=== viterbi_frame_ctrl_flat ===
===== config.mk =====
export PLATFORM = sky130hd
export DESIGN_NAME = viterbi_frame_ctrl_flat
export DESIGN_NICKNAME = d
export VERILOG_FILES = /design/src/rtl/viterbi_frame_ctrl_if.sv /design/src/rtl/viterbi_frame_ctrl.sv /design/src/flat_wrapper.sv
export SDC_FILE = /design/constraint.sdc
export NUM_CORES = 1
export LEC_CHECK = 0
export CAP_MARGIN = 20
export CORE_ASPECT_RATIO = 1.25
export CORE_UTILIZATION = 40
export DETAILED_ROUTE_END_ITERATION = 7
export PLACE_DENSITY = 0.7
export SLEW_MARGIN = 20
export SYNTH_ARGS = -nofsm -noshare
export SYNTH_HDL_FRONTEND = slang
export SYNTH_SLANG_ARGS = --single-unit

===== constraint.sdc =====
create_clock -name clk -period 6.49 [get_ports clk]
set_input_delay 0.9735 -clock clk [delete_from_list [all_inputs] [get_ports clk]]
set_output_delay 0.9735 -clock clk [all_outputs]
set_load 0.01 [all_outputs]

===== src/rtl/viterbi_frame_ctrl_if.sv =====
// Control/data bundle between the frame controller (slave) and the test harness (master).
interface viterbi_frame_ctrl_if #(
   parameter int CNT_W = 16
);
   logic             start_i;
   logic [CNT_W-1:0] n_frames_i;
   logic             inj_en_i;
   logic             data_i;
   logic             data_req_o;
   logic             enc_en_o;
   logic             enc_bit_o;
   logic             inj_o;
   logic             dec_bit_i;
   logic             busy_o;
   logic             done_o;
   logic [CNT_W-1:0] frame_ct_o;
   logic [CNT_W-1:0] err_ct_o;
   logic [CNT_W-1:0] inj_ct_o;

   modport master (
      output start_i, n_frames_i, inj_en_i, data_i, dec_bit_i,
      input  data_req_o, enc_en_o, enc_bit_o, inj_o, busy_o, done_o,
             frame_ct_o, err_ct_o, inj_ct_o
   );

   modport slave (
      input  start_i, n_frames_i, inj_en_i, data_i, dec_bit_i,
      output data_req_o, enc_en_o, enc_bit_o, inj_o, busy_o, done_o,
             frame_ct_o, err_ct_o, inj_ct_o
   );
endinterface


===== src/rtl/viterbi_frame_ctrl.sv =====
// Frame sequencer for the encoder/channel/Viterbi chain: payload + zero tail, burst injection, BER scoring.
// Optional macro VFC_LFSR_INJ_EN: LFSR-driven window arming and burst offset.
module viterbi_frame_ctrl #(
   parameter int FRAME_LEN    = 64,
   parameter int TAIL_LEN     = 2,
   parameter int DEC_LAT      = 16,
   parameter int BURST_PERIOD = 32,
   parameter int BURST_LEN    = 2,
   parameter int CNT_W        = 16
) (
   input logic                 clk,
   input logic                 rst,
   viterbi_frame_ctrl_if.slave bus
);
   typedef enum logic [2:0] {S_IDLE, S_PAYLOAD, S_TAIL, S_DRAIN, S_DONE} state_t;

   localparam int SEQ_MAX = (FRAME_LEN > TAIL_LEN)
                          ? ((FRAME_LEN > DEC_LAT) ? FRAME_LEN : DEC_LAT)
                          : ((TAIL_LEN > DEC_LAT) ? TAIL_LEN : DEC_LAT);
   localparam int SEQ_W = $clog2(SEQ_MAX + 1);
   localparam int PH_W  = (BURST_PERIOD > 1) ? $clog2(BURST_PERIOD) : 1;

   localparam logic [SEQ_W-1:0] FRAME_LAST = SEQ_W'(FRAME_LEN - 1);
   localparam logic [SEQ_W-1:0] TAIL_LAST  = SEQ_W'(TAIL_LEN - 1);
   localparam logic [SEQ_W-1:0] DRAIN_LAST = SEQ_W'(DEC_LAT - 1);
   localparam logic [PH_W-1:0]  PH_LAST    = PH_W'(BURST_PERIOD - 1);
   localparam logic [PH_W:0]    BURST_SPAN = (PH_W + 1)'(BURST_LEN);

   state_t           state_q, state_d;
   logic [SEQ_W-1:0] seq_q, seq_d;
   logic [CNT_W-1:0] n_frames_q, n_frames_d;
   logic [CNT_W-1:0] frame_ct_q, frame_ct_d;
   logic [CNT_W-1:0] err_ct_q, err_ct_d;
   logic [CNT_W-1:0] inj_ct_q, inj_ct_d;
   logic             inj_en_q, inj_en_d;
   logic [PH_W-1:0]  phase_q, phase_d;
   logic             inj_prev_q, inj_prev_d;
   logic [DEC_LAT-1:0] ref_v_q, ref_v_d;
   logic [DEC_LAT-1:0] ref_b_q, ref_b_d;

   logic            payload, run, enc_bit, in_burst, inj, win_armed, run_start;
   logic [PH_W:0]   win_off;

   assign payload   = (state_q == S_PAYLOAD);
   assign run       = payload || (state_q == S_TAIL);
   assign enc_bit   = payload & bus.data_i;
   assign run_start = (state_q == S_IDLE) && bus.start_i && (bus.n_frames_i != '0);

   // Burst never wraps into the next window: offset+BURST_LEN <= BURST_PERIOD by construction.
   assign in_burst = ({1'b0, phase_q} >= win_off) && ({1'b0, phase_q} < (win_off + BURST_SPAN));
   assign inj      = run & inj_en_q & win_armed & in_burst;

`ifdef VFC_LFSR_INJ_EN
   localparam int          OFF_MOD   = BURST_PERIOD - BURST_LEN + 1;
   localparam logic [15:0] LFSR_SEED = 16'hACE1;

   logic [15:0] lfsr_q, lfsr_d;
   logic [16:0] off_full;

   assign off_full  = {9'd0, lfsr_q[15:8]} % 17'(OFF_MOD);
   assign win_armed = lfsr_q[0];
   assign win_off   = (PH_W + 1)'(off_full);

   // Step on the wrap into phase 0 so each window sees one stable LFSR value.
   always_comb begin
      lfsr_d = lfsr_q;
      if (run_start) begin
         lfsr_d = LFSR_SEED;
      end else if (run && (phase_q == PH_LAST)) begin
         lfsr_d = {lfsr_q[14:0], lfsr_q[15] ^ lfsr_q[13] ^ lfsr_q[12] ^ lfsr_q[10]};
      end
   end

   always_ff @(posedge clk) begin
      if (!rst) lfsr_q <= LFSR_SEED;
      else      lfsr_q <= lfsr_d;
   end
`else
   assign win_armed = 1'b1;
   assign win_off   = '0;
`endif

   always_comb begin
      state_d    = state_q;
      seq_d      = seq_q;
      n_frames_d = n_frames_q;
      frame_ct_d = frame_ct_q;
      err_ct_d   = err_ct_q;
      inj_ct_d   = inj_ct_q;
      inj_en_d   = inj_en_q;
      phase_d    = phase_q;
      inj_prev_d = inj;

      // Only payload bits enter the reference pipe as valid; tail bits are never scored.
      ref_v_d[0] = payload;
      ref_b_d[0] = enc_bit;
      for (int i = 1; i < DEC_LAT; i++) begin
         ref_v_d[i] = ref_v_q[i-1];
         ref_b_d[i] = ref_b_q[i-1];
      end

      if (ref_v_q[DEC_LAT-1] && (bus.dec_bit_i != ref_b_q[DEC_LAT-1]) && (err_ct_q != '1))
         err_ct_d = err_ct_q + 1'b1;
      if (inj && !inj_prev_q && (inj_ct_q != '1))
         inj_ct_d = inj_ct_q + 1'b1;
      if (run)
         phase_d = (phase_q == PH_LAST) ? '0 : phase_q + 1'b1;

      case (state_q)
         S_IDLE: begin
            if (run_start) begin
               state_d    = S_PAYLOAD;
               seq_d      = '0;
               n_frames_d = bus.n_frames_i;
               inj_en_d   = bus.inj_en_i;
               frame_ct_d = '0;
               err_ct_d   = '0;
               inj_ct_d   = '0;
               phase_d    = '0;
               ref_v_d    = '0;
               ref_b_d    = '0;
            end else if (bus.start_i) begin
               state_d = S_DONE;
            end
         end
         S_PAYLOAD: begin
            if (seq_q == FRAME_LAST) begin
               seq_d   = '0;
               state_d = S_TAIL;
            end else begin
               seq_d = seq_q + 1'b1;
            end
         end
         S_TAIL: begin
            if (seq_q == TAIL_LAST) begin
               seq_d      = '0;
               frame_ct_d = frame_ct_q + 1'b1;
               state_d    = ((frame_ct_q + 1'b1) == n_frames_q) ? S_DRAIN : S_PAYLOAD;
            end else begin
               seq_d = seq_q + 1'b1;
            end
         end
         S_DRAIN: begin
            if (seq_q == DRAIN_LAST) begin
               seq_d   = '0;
               state_d = S_DONE;
            end else begin
               seq_d = seq_q + 1'b1;
            end
         end
         S_DONE:  state_d = S_IDLE;
         default: state_d = S_IDLE;
      endcase
   end

   always_ff @(posedge clk) begin
      if (!rst) begin
         state_q    <= S_IDLE;
         seq_q      <= '0;
         n_frames_q <= '0;
         frame_ct_q <= '0;
         err_ct_q   <= '0;
         inj_ct_q   <= '0;
         inj_en_q   <= 1'b0;
         phase_q    <= '0;
         inj_prev_q <= 1'b0;
         ref_v_q    <= '0;
         ref_b_q    <= '0;
      end else begin
         state_q    <= state_d;
         seq_q      <= seq_d;
         n_frames_q <= n_frames_d;
         frame_ct_q <= frame_ct_d;
         err_ct_q   <= err_ct_d;
         inj_ct_q   <= inj_ct_d;
         inj_en_q   <= inj_en_d;
         phase_q    <= phase_d;
         inj_prev_q <= inj_prev_d;
         ref_v_q    <= ref_v_d;
         ref_b_q    <= ref_b_d;
      end
   end

   assign bus.data_req_o = payload;
   assign bus.enc_en_o   = run;
   assign bus.enc_bit_o  = enc_bit;
   assign bus.inj_o      = inj;
   assign bus.busy_o     = run || (state_q == S_DRAIN);
   assign bus.done_o     = (state_q == S_DONE);
   assign bus.frame_ct_o = frame_ct_q;
   assign bus.err_ct_o   = err_ct_q;
   assign bus.inj_ct_o   = inj_ct_q;
endmodule


===== src/flat_wrapper.sv =====
// flat-port wrapper written by rule: the top's interface ports become plain ports
module viterbi_frame_ctrl_flat 
#(
   parameter int FRAME_LEN    = 64,
   parameter int TAIL_LEN     = 2,
   parameter int DEC_LAT      = 16,
   parameter int BURST_PERIOD = 32,
   parameter int BURST_LEN    = 2,
   parameter int CNT_W        = 16
)
  (clk, rst, bus_start_i, bus_n_frames_i, bus_inj_en_i, bus_data_i, bus_dec_bit_i, bus_data_req_o, bus_enc_en_o, bus_enc_bit_o, bus_inj_o, bus_busy_o, bus_done_o, bus_frame_ct_o, bus_err_ct_o, bus_inj_ct_o);
  viterbi_frame_ctrl_if #(.CNT_W(CNT_W)) bus_i ();
  input logic clk;
  input logic rst;
  input wire logic [$bits(bus_i.start_i)-1:0] bus_start_i;
  input wire logic [$bits(bus_i.n_frames_i)-1:0] bus_n_frames_i;
  input wire logic [$bits(bus_i.inj_en_i)-1:0] bus_inj_en_i;
  input wire logic [$bits(bus_i.data_i)-1:0] bus_data_i;
  input wire logic [$bits(bus_i.dec_bit_i)-1:0] bus_dec_bit_i;
  output wire logic [$bits(bus_i.data_req_o)-1:0] bus_data_req_o;
  output wire logic [$bits(bus_i.enc_en_o)-1:0] bus_enc_en_o;
  output wire logic [$bits(bus_i.enc_bit_o)-1:0] bus_enc_bit_o;
  output wire logic [$bits(bus_i.inj_o)-1:0] bus_inj_o;
  output wire logic [$bits(bus_i.busy_o)-1:0] bus_busy_o;
  output wire logic [$bits(bus_i.done_o)-1:0] bus_done_o;
  output wire logic [$bits(bus_i.frame_ct_o)-1:0] bus_frame_ct_o;
  output wire logic [$bits(bus_i.err_ct_o)-1:0] bus_err_ct_o;
  output wire logic [$bits(bus_i.inj_ct_o)-1:0] bus_inj_ct_o;
  assign bus_i.start_i = bus_start_i;
  assign bus_i.n_frames_i = bus_n_frames_i;
  assign bus_i.inj_en_i = bus_inj_en_i;
  assign bus_i.data_i = bus_data_i;
  assign bus_i.dec_bit_i = bus_dec_bit_i;
  assign bus_data_req_o = bus_i.data_req_o;
  assign bus_enc_en_o = bus_i.enc_en_o;
  assign bus_enc_bit_o = bus_i.enc_bit_o;
  assign bus_inj_o = bus_i.inj_o;
  assign bus_busy_o = bus_i.busy_o;
  assign bus_done_o = bus_i.done_o;
  assign bus_frame_ct_o = bus_i.frame_ct_o;
  assign bus_err_ct_o = bus_i.err_ct_o;
  assign bus_inj_ct_o = bus_i.inj_ct_o;
  viterbi_frame_ctrl #(.FRAME_LEN(FRAME_LEN), .TAIL_LEN(TAIL_LEN), .DEC_LAT(DEC_LAT), .BURST_PERIOD(BURST_PERIOD), .BURST_LEN(BURST_LEN), .CNT_W(CNT_W)) u_core (.clk(clk), .rst(rst), .bus(bus_i));
endmodule

==> impl_metrics.json <==
{
  "worstReg2RegEnd": "u_core.bus.frame_ct_o[8]$_SDFFE_PN0P_",
  "top_cell_area_share_pct": 43.17,
  "most_popular_library_cell_in_the_synthesized_design_by_count": "dfxtp_1",
  "n_all_inverters": 12,
  "cts_max_path_buffers": 2,
  "worst_hold_slack_ns": 0.4394,
  "layout.non_clock_buffers": 78,
  "status": "completed",
  "timing.reg2reg.worst_path_depth": 7,
  "vias": 4525,
  "setup.worst_path.end": "bus_inj_o",
  "post-route-worst-setup-slack_ns": 3.091,
  "seq_area_um2": 2262,
  "whs_path_depth": 1,
  "reg2reg_from": "u_core.seq_q[0]$_SDFFE_PN0P_"
}
critical path, delay by kind of cell (launching register included):
kind | cells | cell delay (ns)
AND/OR/NAND/NOR | 1 | 0.56
flip-flops | 1 | 0.34
buffers and inverters | 1 | 0.62
AND-OR/OR-AND | 1 | 0.50
report_power, final:
part / switching, mW / leakage [nW] / internal [mW] / total (mW)
Sequential: 0.0148 / 0.913 / 0.708 / 0.723
Clock: 0.329 / 0.288 / 0.640 / 0.968
Combinational: 0.0760 / 1.35 / 0.0602 / 0.136
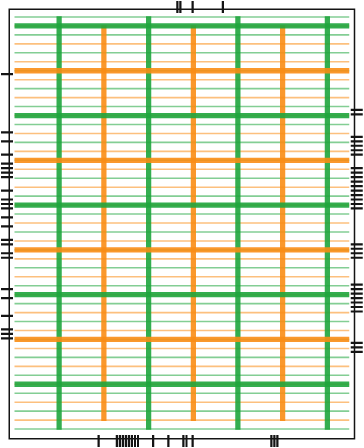
**Above:** viterbi_frame_ctrl_flat (supply network).
Pins as bars on the die edge.
| colour | net |
|---|---|
| green | VSS |
| orange | VDD |
rows: 46
signal pins: 76
die width: 104.4 µm
area of the core: 12,720 µm²
Max rail drop VDD: 0.1424 mV


=== tt_um_6bitsub_serial ===
**tt_um_6bitsub_serial: a small window of the routed layout**

Region (0, 27) to (50, 77) µm. Cells in grey, sequential cells in the stronger grey; small squares are vias.
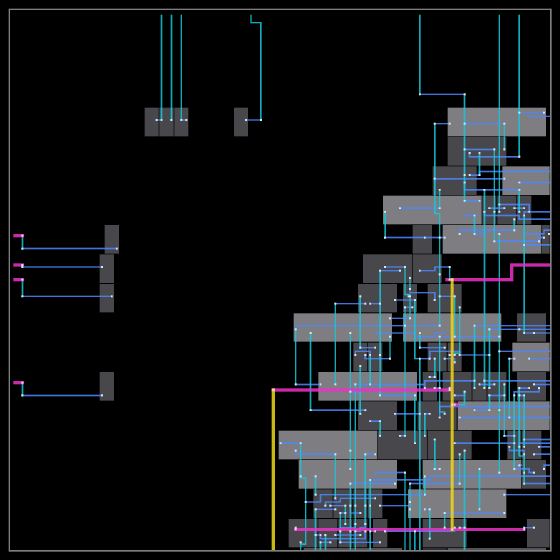
### src/rtl/tt_um_6bitsub_serial.sv
// Bit-serial subtractor tile: D = A - B - borrow_in, processed LSB first, one bit per clock.
// Ports: ui_in = {start, borrow_in, A}, uio_in[5:0] = B; uo_out = {done, borrow_out, D};
//        uio_out = {overflow, busy, 6'b0}, uio_oe fixed at 8'hC0. Latency 6 clocks from the trigger edge.
module tt_um_6bitsub_serial #(
  parameter int WIDTH = 6
) (
  input  logic       clk,
  input  logic       rst_n,
  input  logic       ena,
  input  logic [7:0] ui_in,
  input  logic [7:0] uio_in,
  output logic [7:0] uo_out,
  output logic [7:0] uio_out,
  output logic [7:0] uio_oe
);

  typedef enum logic {
    IDLE = 1'b0,
    RUN  = 1'b1
  } state_t;

  state_t           state;
  state_t           state_nxt;

  logic             start_q;
  logic             trigger;
  logic             last_bit;

  logic [WIDTH-1:0] a_sr;
  logic [WIDTH-1:0] b_sr;
  logic [WIDTH-1:0] d_sr;
  logic [WIDTH-1:0] d_full;
  logic [WIDTH-1:0] d_res;
  logic [5:0]       d_pad;

  logic             br;
  logic             br_nxt;
  logic             d_bit;
  logic             a_sign;
  logic             b_sign;
  logic             borrow_res;
  logic             ovf_res;
  logic             done_r;
  logic [2:0]       cnt;

  // ena is always high on a powered tile; upper uio_in bits carry nothing.
  logic             unused;
  assign unused = &{1'b0, ena, ui_in, uio_in};

  // Rising edge of start only, and only while idle: a held level or a
  // start during RUN never launches (or queues) another operation.
  assign trigger  = ui_in[7] & ~start_q & (state == IDLE);
  assign last_bit = (state == RUN) && (cnt == 3'(WIDTH - 1));

  // Full-subtractor on the current LSBs.
  assign d_bit  = a_sr[0] ^ b_sr[0] ^ br;
  assign br_nxt = (~a_sr[0] & b_sr[0]) | (~(a_sr[0] ^ b_sr[0]) & br);

  // Difference register shifts right with the new bit entering at the MSB,
  // so after WIDTH shifts bit 0 holds the first (LSB) result bit.
  always_comb begin
    d_full           = d_sr >> 1;
    d_full[WIDTH-1]  = d_bit;
  end

  always_ff @(posedge clk or negedge rst_n) begin
    if (!rst_n) begin
      state <= IDLE;
    end else begin
      state <= state_nxt;
    end
  end

  always_comb begin
    state_nxt = state;
    case (state)
      IDLE:    if (trigger)  state_nxt = RUN;
      RUN:     if (last_bit) state_nxt = IDLE;
      default: state_nxt = IDLE;
    endcase
  end

  always_ff @(posedge clk or negedge rst_n) begin
    if (!rst_n) begin
      start_q    <= 1'b0;
      a_sr       <= '0;
      b_sr       <= '0;
      d_sr       <= '0;
      d_res      <= '0;
      br         <= 1'b0;
      a_sign     <= 1'b0;
      b_sign     <= 1'b0;
      borrow_res <= 1'b0;
      ovf_res    <= 1'b0;
      done_r     <= 1'b0;
      cnt        <= '0;
    end else begin
      start_q <= ui_in[7];
      done_r  <= 1'b0;
      if (trigger) begin
        // Operand pins are free to change once captured here.
        a_sr   <= ui_in[WIDTH-1:0];
        b_sr   <= uio_in[WIDTH-1:0];
        a_sign <= ui_in[WIDTH-1];
        b_sign <= uio_in[WIDTH-1];
        br     <= ui_in[6];
        d_sr   <= '0;
        cnt    <= '0;
      end else if (state == RUN) begin
        a_sr <= a_sr >> 1;
        b_sr <= b_sr >> 1;
        d_sr <= d_full;
        br   <= br_nxt;
        cnt  <= cnt + 3'd1;
        // Visible results change only here, never with partial sums.
        if (last_bit) begin
          d_res      <= d_full;
          borrow_res <= br_nxt;
          ovf_res    <= (a_sign != b_sign) & (d_bit != a_sign);
          done_r     <= 1'b1;
        end
      end
    end
  end

  always_comb begin
    d_pad             = '0;
    d_pad[WIDTH-1:0]  = d_res;
  end

  assign uo_out  = {done_r, borrow_res, d_pad};
  assign uio_out = {ovf_res, (state == RUN), 6'b00_0000};
  assign uio_oe  = 8'b1100_0000;

endmodule

### config.mk
export PLATFORM = sky130hd
export DESIGN_NAME = tt_um_6bitsub_serial
export DESIGN_NICKNAME = d
export VERILOG_FILES = /design/src/rtl/tt_um_6bitsub_serial.sv
export SDC_FILE = /design/constraint.sdc
export NUM_CORES = 1
export LEC_CHECK = 0
export CORE_MARGIN = 8
export CORE_UTILIZATION = 45
export CTS_BUF_LIST = sky130_fd_sc_hd__clkbuf_4
export DETAILED_ROUTE_END_ITERATION = 10
export DONT_BUFFER_PORTS = 1
export PLACE_DENSITY = 0.65
export SYNTH_ARGS = -nofsm -noshare
export SYNTH_HDL_FRONTEND = slang
export SYNTH_SLANG_ARGS = --single-unit
### constraint.sdc
create_clock -name clk -period 1.82 [get_ports clk]
set_input_delay 0.182 -clock clk [delete_from_list [all_inputs] [get_ports clk]]
set_output_delay 0.182 -clock clk [all_outputs]
set_load 0.005 [all_outputs]
==> impl_metrics.json <==
{
  "worstSetupEndpointType": "flip-flop",
  "area_of_the_core_um2": 3606,
  "pwr.group.combinational_mw": 0.793,
  "layout.cell_area.non_filler_um2": 1680,
  "power.net_switching_mw": 0.8518,
  "hold_violations": 0,
  "post_cts.resized_instances": 0,
  "worstReg2RegEnd": "ovf_res$_DFFE_PN0P_",
  "finished_core_util_pct": 46.60,
  "status": "completed",
  "gp_routability_congestion": 0.7802,
  "crit_fanout": 4,
  "worst_hold_slack_ns": 0.05219,
  "tritoncts": "yes",
  "report.power.total_mw": 2.455,
  "timing.reg2reg.worst_path_depth": 4,
  "warnings": 30,
  "largest_pwr_group": "sequential cells",
  "most-common-layout-cells": "34 x dfrtp_1, 30 x nand2_1, 18 x o21ai_0, 14 x mux2i_1, 14 x conb_1"
}
About 'a small window of the routed layout' of tt_um_6bitsub_serial:
| colour | layer |
|---|---|
| magenta | metal 3 |
| blue | metal 1 |
| cyan | metal 2 |
| yellow | metal 4 |
sequential cells in the window: 11
cells with their middle in the window: 59
netlist names of flops here include: `cnt` (3), `d_pad` (2), `d_sr` (2)
most frequent: nand2_1 (14), dfrtp_1 (11), conb_1 (8)

## cell type report
cell class                 instances  area share [%]
sequential                        34           50.63
multi-input combinational         99           37.60
timing repair buffer               7           4.468
tap                               48           3.574
clock buffer                       5           2.234
inverter                           4          0.8935
clock inverter                     2          0.5957
## registers in the layout, summed over array words and instances, names as in the netlist, 3 cells and up
| signal | cells |
|---|---|
| a_sr | 6 |
| b_sr | 6 |
| cnt | 3 |
| d_pad | 6 |
| d_sr | 5 |
## what timing repair did
action                    in CTS  in global routing
hold endpoints to repair      39                  0
setup buffers                  0                  0
hold buffers                   5                  0

=== transition_pair_sequencer ===
**transition_pair_sequencer: selected gate families**

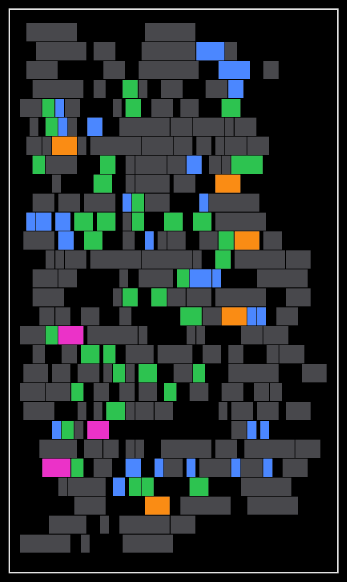
**transition_pair_sequencer: cells coloured by class**

Scale bar: 10 µm. Fill, decap, tap and diode cells in grey.
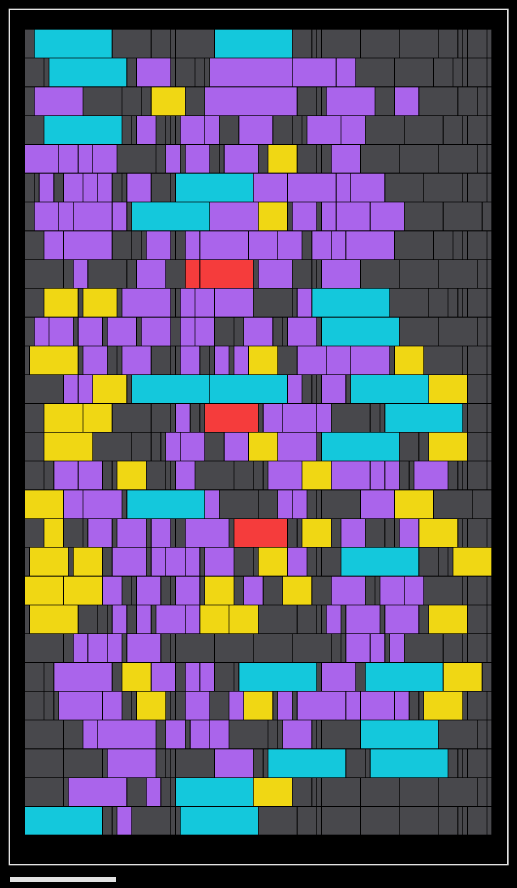
===== src/rtl/transition_pair_sequencer_pkg.sv =====
// Shared definitions for transition_pair_sequencer: FSM state encoding,
// LFSR seed/tap constants and the parameter legality check.
package transition_pair_sequencer_pkg;

  // Campaign FSM states; the encoding is fixed so traces decode the same way across builds.
  typedef enum logic [1:0] {
    ST_IDLE  = 2'd0,
    ST_INIT  = 2'd1,
    ST_FINAL = 2'd2
  } state_t;

  // 16-bit Fibonacci LFSR, taps 16,14,13,11. The design shifts right, which
  // moves those taps to state bits 0,2,3,5.
  localparam logic [15:0] LFSR_SEED_DEFAULT = 16'hACE1;
  localparam logic [15:0] LFSR_TAPS         = 16'h002D;

  // Legal configuration: at least two vectors, no more than the vector width
  // can express, and a settle window of at least one cycle.
  function automatic bit params_legal(input int in_w, input int limit, input int settle);
    return (in_w >= 1) && (limit >= 2) && (limit <= (1 << in_w)) && (settle >= 1);
  endfunction

endpackage


===== src/rtl/transition_pair_sequencer_mask_lfsr.sv =====
// mask_lfsr: 16-bit Fibonacci LFSR (taps 16,14,13,11) supplying fresh mask
// randomness. Load wins over step. A zero seed is replaced by the default
// seed, so the all-zero lock-up state can never be entered.
module mask_lfsr
  import transition_pair_sequencer_pkg::*;
#(
  parameter logic [15:0] SEED = LFSR_SEED_DEFAULT
) (
  input  logic        clk,
  input  logic        rst_n,
  input  logic        i_load,
  input  logic        i_step,
  output logic [15:0] o_state
);

  localparam logic [15:0] SEED_SAFE = (SEED == 16'h0000) ? LFSR_SEED_DEFAULT : SEED;

  logic [15:0] r_state;
  logic        w_feedback;

  assign w_feedback = ^(r_state & LFSR_TAPS);

  // Seed on reset or load, otherwise shift right with feedback into bit 15.
  always_ff @(posedge clk) begin
    if (!rst_n) begin
      r_state <= SEED_SAFE;
    end else if (i_load) begin
      r_state <= SEED_SAFE;
    end else if (i_step) begin
      r_state <= {w_feedback, r_state[15:1]};
    end
  end

  assign o_state = r_state;

endmodule


===== src/rtl/transition_pair_sequencer.sv =====
// transition_pair_sequencer: walks every ordered pair (i, j) of input vectors.
// It drives i for SETTLE cycles and then j for at least SETTLE cycles, and
// frames each transition with trace_begin/trace_end. Optional feature macro:
// TRANSITION_PAIR_MASK_LFSR_EN adds a per-phase random mask output (mask_out).
// sim_idx ends at LIMIT*LIMIT (or LIMIT*(LIMIT-1) with skip_self). Give it
// enough CNT_W bits to hold that count, or it wraps.
module transition_pair_sequencer
  import transition_pair_sequencer_pkg::*;
#(
  parameter int IN_W   = 4,
  parameter int LIMIT  = 2**IN_W,
  parameter int SETTLE = 5,
  parameter int CNT_W  = 2*IN_W
`ifdef TRANSITION_PAIR_MASK_LFSR_EN
  ,
  parameter int          R_W       = 2,
  parameter logic [15:0] LFSR_SEED = LFSR_SEED_DEFAULT
`endif
) (
  input  logic             clk,
  input  logic             rst_n,
  input  logic             start,
  input  logic             abort,
  input  logic             skip_self,
  input  logic             capture_ready,
  output logic [IN_W-1:0]  vec_out,
  output logic             phase,
  output logic             trace_begin,
  output logic             trace_end,
  output logic [CNT_W-1:0] sim_idx,
  output logic             busy,
  output logic             done
`ifdef TRANSITION_PAIR_MASK_LFSR_EN
  ,
  output logic [R_W-1:0]   mask_out
`endif
);

  if (!params_legal(IN_W, LIMIT, SETTLE)) begin : g_param_check
    $error("transition_pair_sequencer: illegal IN_W/LIMIT/SETTLE combination");
  end

  // One extra bit lets j+2 and i+1 overflow past LIMIT without wrapping.
  localparam int             IW1 = IN_W + 1;
  localparam int             SW  = (SETTLE > 1) ? $clog2(SETTLE) : 1;
  localparam logic [IW1-1:0] LIM = IW1'(LIMIT);
  localparam logic [SW-1:0]  SETTLE_LAST = SW'(SETTLE - 1);

  state_t            r_state, w_state_nxt;
  logic [IN_W-1:0]   r_i, r_j, w_i_nxt, w_j_nxt;
  logic [SW-1:0]     r_cnt, w_cnt_nxt;
  logic [CNT_W-1:0]  r_sim_idx, w_sim_idx_nxt;
  logic              r_skip, w_skip_nxt;
  logic              r_done, w_done_nxt;

  logic [IW1-1:0]    w_j_step, w_i_step;
  logic [IN_W-1:0]   w_pair_i, w_pair_j;
  logic              w_last_pair;
  logic              w_settled;

  assign w_settled = (r_cnt == SETTLE_LAST);

  // Successor of the current pair: j inner, i outer, self-pairs skipped at zero cost.
  always_comb begin
    // NOTE: every always_comb output gets a default first so no path can leave a latch.
    w_i_step = {1'b0, r_i};
    w_j_step = {1'b0, r_j} + IW1'(1);
    if (r_skip && (w_j_step == w_i_step)) begin
      w_j_step = w_j_step + IW1'(1);
    end
    if (w_j_step >= LIM) begin
      w_i_step = w_i_step + IW1'(1);
      w_j_step = (r_skip && (w_i_step == '0)) ? IW1'(1) : '0;
    end
    w_last_pair = (w_i_step >= LIM);
    w_pair_i    = w_i_step[IN_W-1:0];
    w_pair_j    = w_j_step[IN_W-1:0];
  end

  // Next state, datapath updates and phase outputs.
  always_comb begin
    w_state_nxt   = r_state;
    w_i_nxt       = r_i;
    w_j_nxt       = r_j;
    w_cnt_nxt     = r_cnt;
    w_sim_idx_nxt = r_sim_idx;
    w_skip_nxt    = r_skip;
    w_done_nxt    = 1'b0;
    vec_out       = '0;
    phase         = 1'b0;
    trace_begin   = 1'b0;
    trace_end     = 1'b0;

    unique case (r_state)
      ST_IDLE: begin
        if (start && !abort) begin
          w_state_nxt   = ST_INIT;
          w_i_nxt       = '0;
          w_j_nxt       = IN_W'(skip_self);
          w_cnt_nxt     = '0;
          w_sim_idx_nxt = '0;
          w_skip_nxt    = skip_self;
        end
      end
      ST_INIT: begin
        vec_out = r_i;
        if (w_settled) begin
          w_state_nxt = ST_FINAL;
          w_cnt_nxt   = '0;
        end else begin
          w_cnt_nxt = r_cnt + SW'(1);
        end
      end
      ST_FINAL: begin
        vec_out     = r_j;
        phase       = 1'b1;
        trace_begin = (r_cnt == '0);
        if (!w_settled) begin
          w_cnt_nxt = r_cnt + SW'(1);
        end else if (capture_ready) begin
          trace_end     = 1'b1;
          w_sim_idx_nxt = r_sim_idx + CNT_W'(1);
          w_cnt_nxt     = '0;
          if (w_last_pair) begin
            w_state_nxt = ST_IDLE;
            w_i_nxt     = '0;
            w_j_nxt     = '0;
            w_done_nxt  = 1'b1;
          end else begin
            w_state_nxt = ST_INIT;
            w_i_nxt     = w_pair_i;
            w_j_nxt     = w_pair_j;
          end
        end
      end
      default: begin
        w_state_nxt = ST_IDLE;
      end
    endcase

    // Abort beats completion: the pair in flight is dropped without a trace_end.
    if ((r_state != ST_IDLE) && abort) begin
      w_state_nxt   = ST_IDLE;
      w_i_nxt       = '0;
      w_j_nxt       = '0;
      w_cnt_nxt     = '0;
      w_sim_idx_nxt = '0;
      w_done_nxt    = 1'b0;
      trace_end     = 1'b0;
    end
  end

  // State and datapath registers with synchronous active-low reset.
  always_ff @(posedge clk) begin
    // NOTE: sequential state uses non-blocking assignments so every register samples pre-edge values.
    if (!rst_n) begin
      r_state   <= ST_IDLE;
      r_i       <= '0;
      r_j       <= '0;
      r_cnt     <= '0;
      r_sim_idx <= '0;
      r_skip    <= 1'b0;
      r_done    <= 1'b0;
    end else begin
      r_state   <= w_state_nxt;
      r_i       <= w_i_nxt;
      r_j       <= w_j_nxt;
      r_cnt     <= w_cnt_nxt;
      r_sim_idx <= w_sim_idx_nxt;
      r_skip    <= w_skip_nxt;
      r_done    <= w_done_nxt;
    end
  end

  assign busy    = (r_state != ST_IDLE);
  assign done    = r_done;
  assign sim_idx = r_sim_idx;

`ifdef TRANSITION_PAIR_MASK_LFSR_EN
  logic        w_lfsr_load;
  logic        w_lfsr_step;
  logic [15:0] w_lfsr_state;

  // Reseed on an accepted start. Step during the first cycle of each INIT and FINAL phase.
  assign w_lfsr_load = (r_state == ST_IDLE) && start && !abort;
  assign w_lfsr_step = ((r_state == ST_INIT) || (r_state == ST_FINAL)) && (r_cnt == '0);

  mask_lfsr #(
    .SEED (LFSR_SEED)
  ) u_mask_lfsr (
    .clk     (clk),
    .rst_n   (rst_n),
    .i_load  (w_lfsr_load),
    .i_step  (w_lfsr_step),
    .o_state (w_lfsr_state)
  );

  assign mask_out = w_lfsr_state[R_W-1:0];
`endif

endmodule


===== config.mk =====
export PLATFORM = sky130hd
export DESIGN_NAME = transition_pair_sequencer
export DESIGN_NICKNAME = d
export VERILOG_FILES = /design/src/rtl/transition_pair_sequencer_pkg.sv /design/src/rtl/transition_pair_sequencer_mask_lfsr.sv /design/src/rtl/transition_pair_sequencer.sv
export SDC_FILE = /design/constraint.sdc
export NUM_CORES = 1
export LEC_CHECK = 0
export ABC_CLOCK_PERIOD_IN_PS = 2500
export CAP_MARGIN = 30
export CORE_ASPECT_RATIO = 1.75
export CORE_UTILIZATION = 45
export CTS_CLUSTER_DIAMETER = 60
export DETAILED_ROUTE_END_ITERATION = 8
export PLACE_DENSITY = 0.68
export SLEW_MARGIN = 20
export SYNTH_ARGS = -nofsm -noshare
export SYNTH_HDL_FRONTEND = slang
export SYNTH_SLANG_ARGS = --single-unit

===== constraint.sdc =====
create_clock -name clk -period 2.5 [get_ports clk]
set_input_delay 0.75 -clock clk [delete_from_list [all_inputs] [get_ports clk]]
set_output_delay 0.75 -clock clk [all_outputs]
set_load 0.02 [all_outputs]

==> impl_metrics.json <==
{
  "area.growth.synth_to_final_pct": 25.45,
  "met3_length_um": 117,
  "timing.max_slew.rel_slack_pct": 67.43,
  "status": "completed",
  "seq_area_um2": 460.4,
  "clock_power_share_pct": 28.3,
  "ys_seq_share_pct": 28.91,
  "top_area_cell_class": "combinational gates",
  "initial_core_util_pct": 47.36,
  "gr_usage_total_pct": 23.49,
  "synth_compound_gate_area_share_pct": 16.18,
  "crit_path_start": "capture_ready",
  "drc": 0,
  "arrival_ns": 1.65,
  "starting_drc_count_in_detailed_routing": 54,
  "synthTopLogicFamily": "simple AND/OR/NAND/NOR gates",
  "worstReg2RegEnd": "r_i[1]$_SDFFE_PP0P_",
  "post-route-worst-setup-slack_ns": 0.1002,
  "flop_and_latch_count_out_of_synthesis": 23,
  "report.power.total_mw": 0.8375
}
About 'selected gate families' of transition_pair_sequencer:
| colour | family | cells |
|---|---|---|
| magenta | non-inverting ao/oa cells | 3 |
| green | aoi and oai cells | 36 |
| blue | nor cells | 27 |
| orange | mux cells | 5 |
fraction of area in multi-input gates: 52.35%
Cell Count, Final, Fillers Out: 272

About 'cells coloured by class' of transition_pair_sequencer:
| colour | class | cells | share of their area |
|---|---|---|---|
| purple | combinational and other logic | 160 | 56% |
| cyan | sequential cells | 23 | 24% |
| red | clock drivers and dummy loads | 4 | 2.3% |
| yellow | remaining buffers and delay cells | 40 | 18% |

[registers in the layout, indices dropped and copies added, names as in the netlist]
name	flops
r_cnt	3
sim_idx	8
done	1
r_i	4
r_state	2
r_j	4
r_skip	1
[cells by family (layout without fill, tap and decap cells)]
group           count (synthesis)  count (layout)
xor+xnor                       14              14
fa+ha+maj                      11              11
mux                             5               5
simple gates                   81              81
buf+inv                        17              54
compound gates                 39              39
flops                          23              23


==> notes/layouts.md <==
Pictures saved along the way, in no particular order.

Clock nets.
picture 1
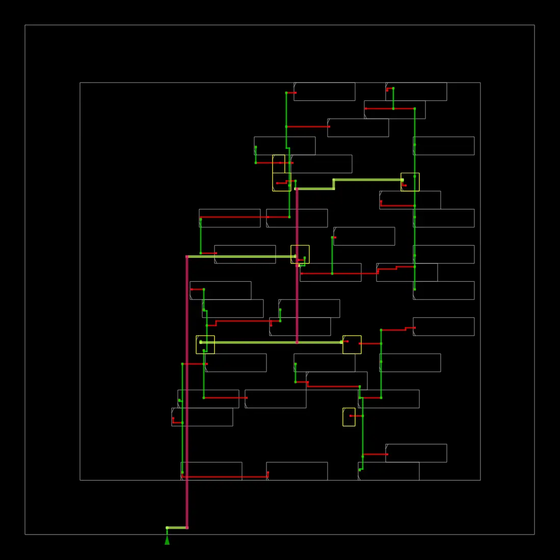
picture 2
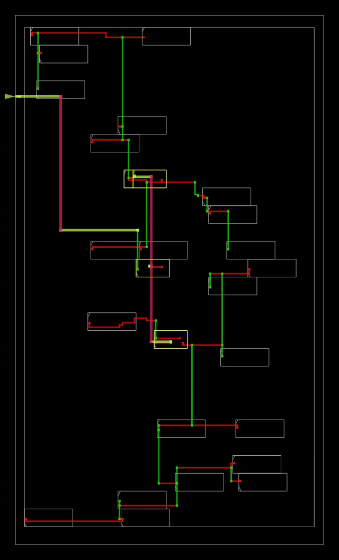
picture 3
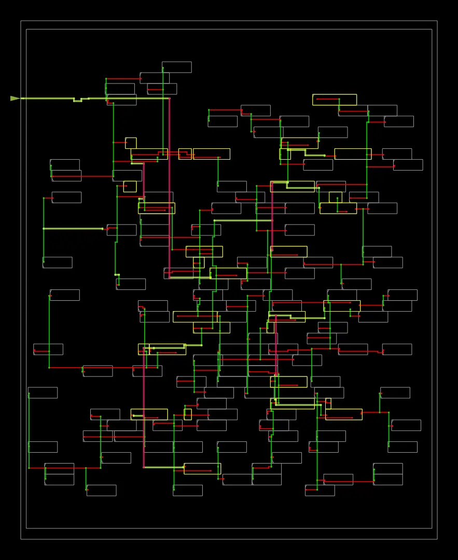
Of these, most sequential cells: picture 3
Of these, fewest sequential cells: picture 2
For viterbi_frame_ctrl_flat, see picture 3.
For tt_um_6bitsub_serial, see picture 1.
For transition_pair_sequencer, see picture 2.

Power figures rest on the tool's default switching activity, not on a simulated workload.
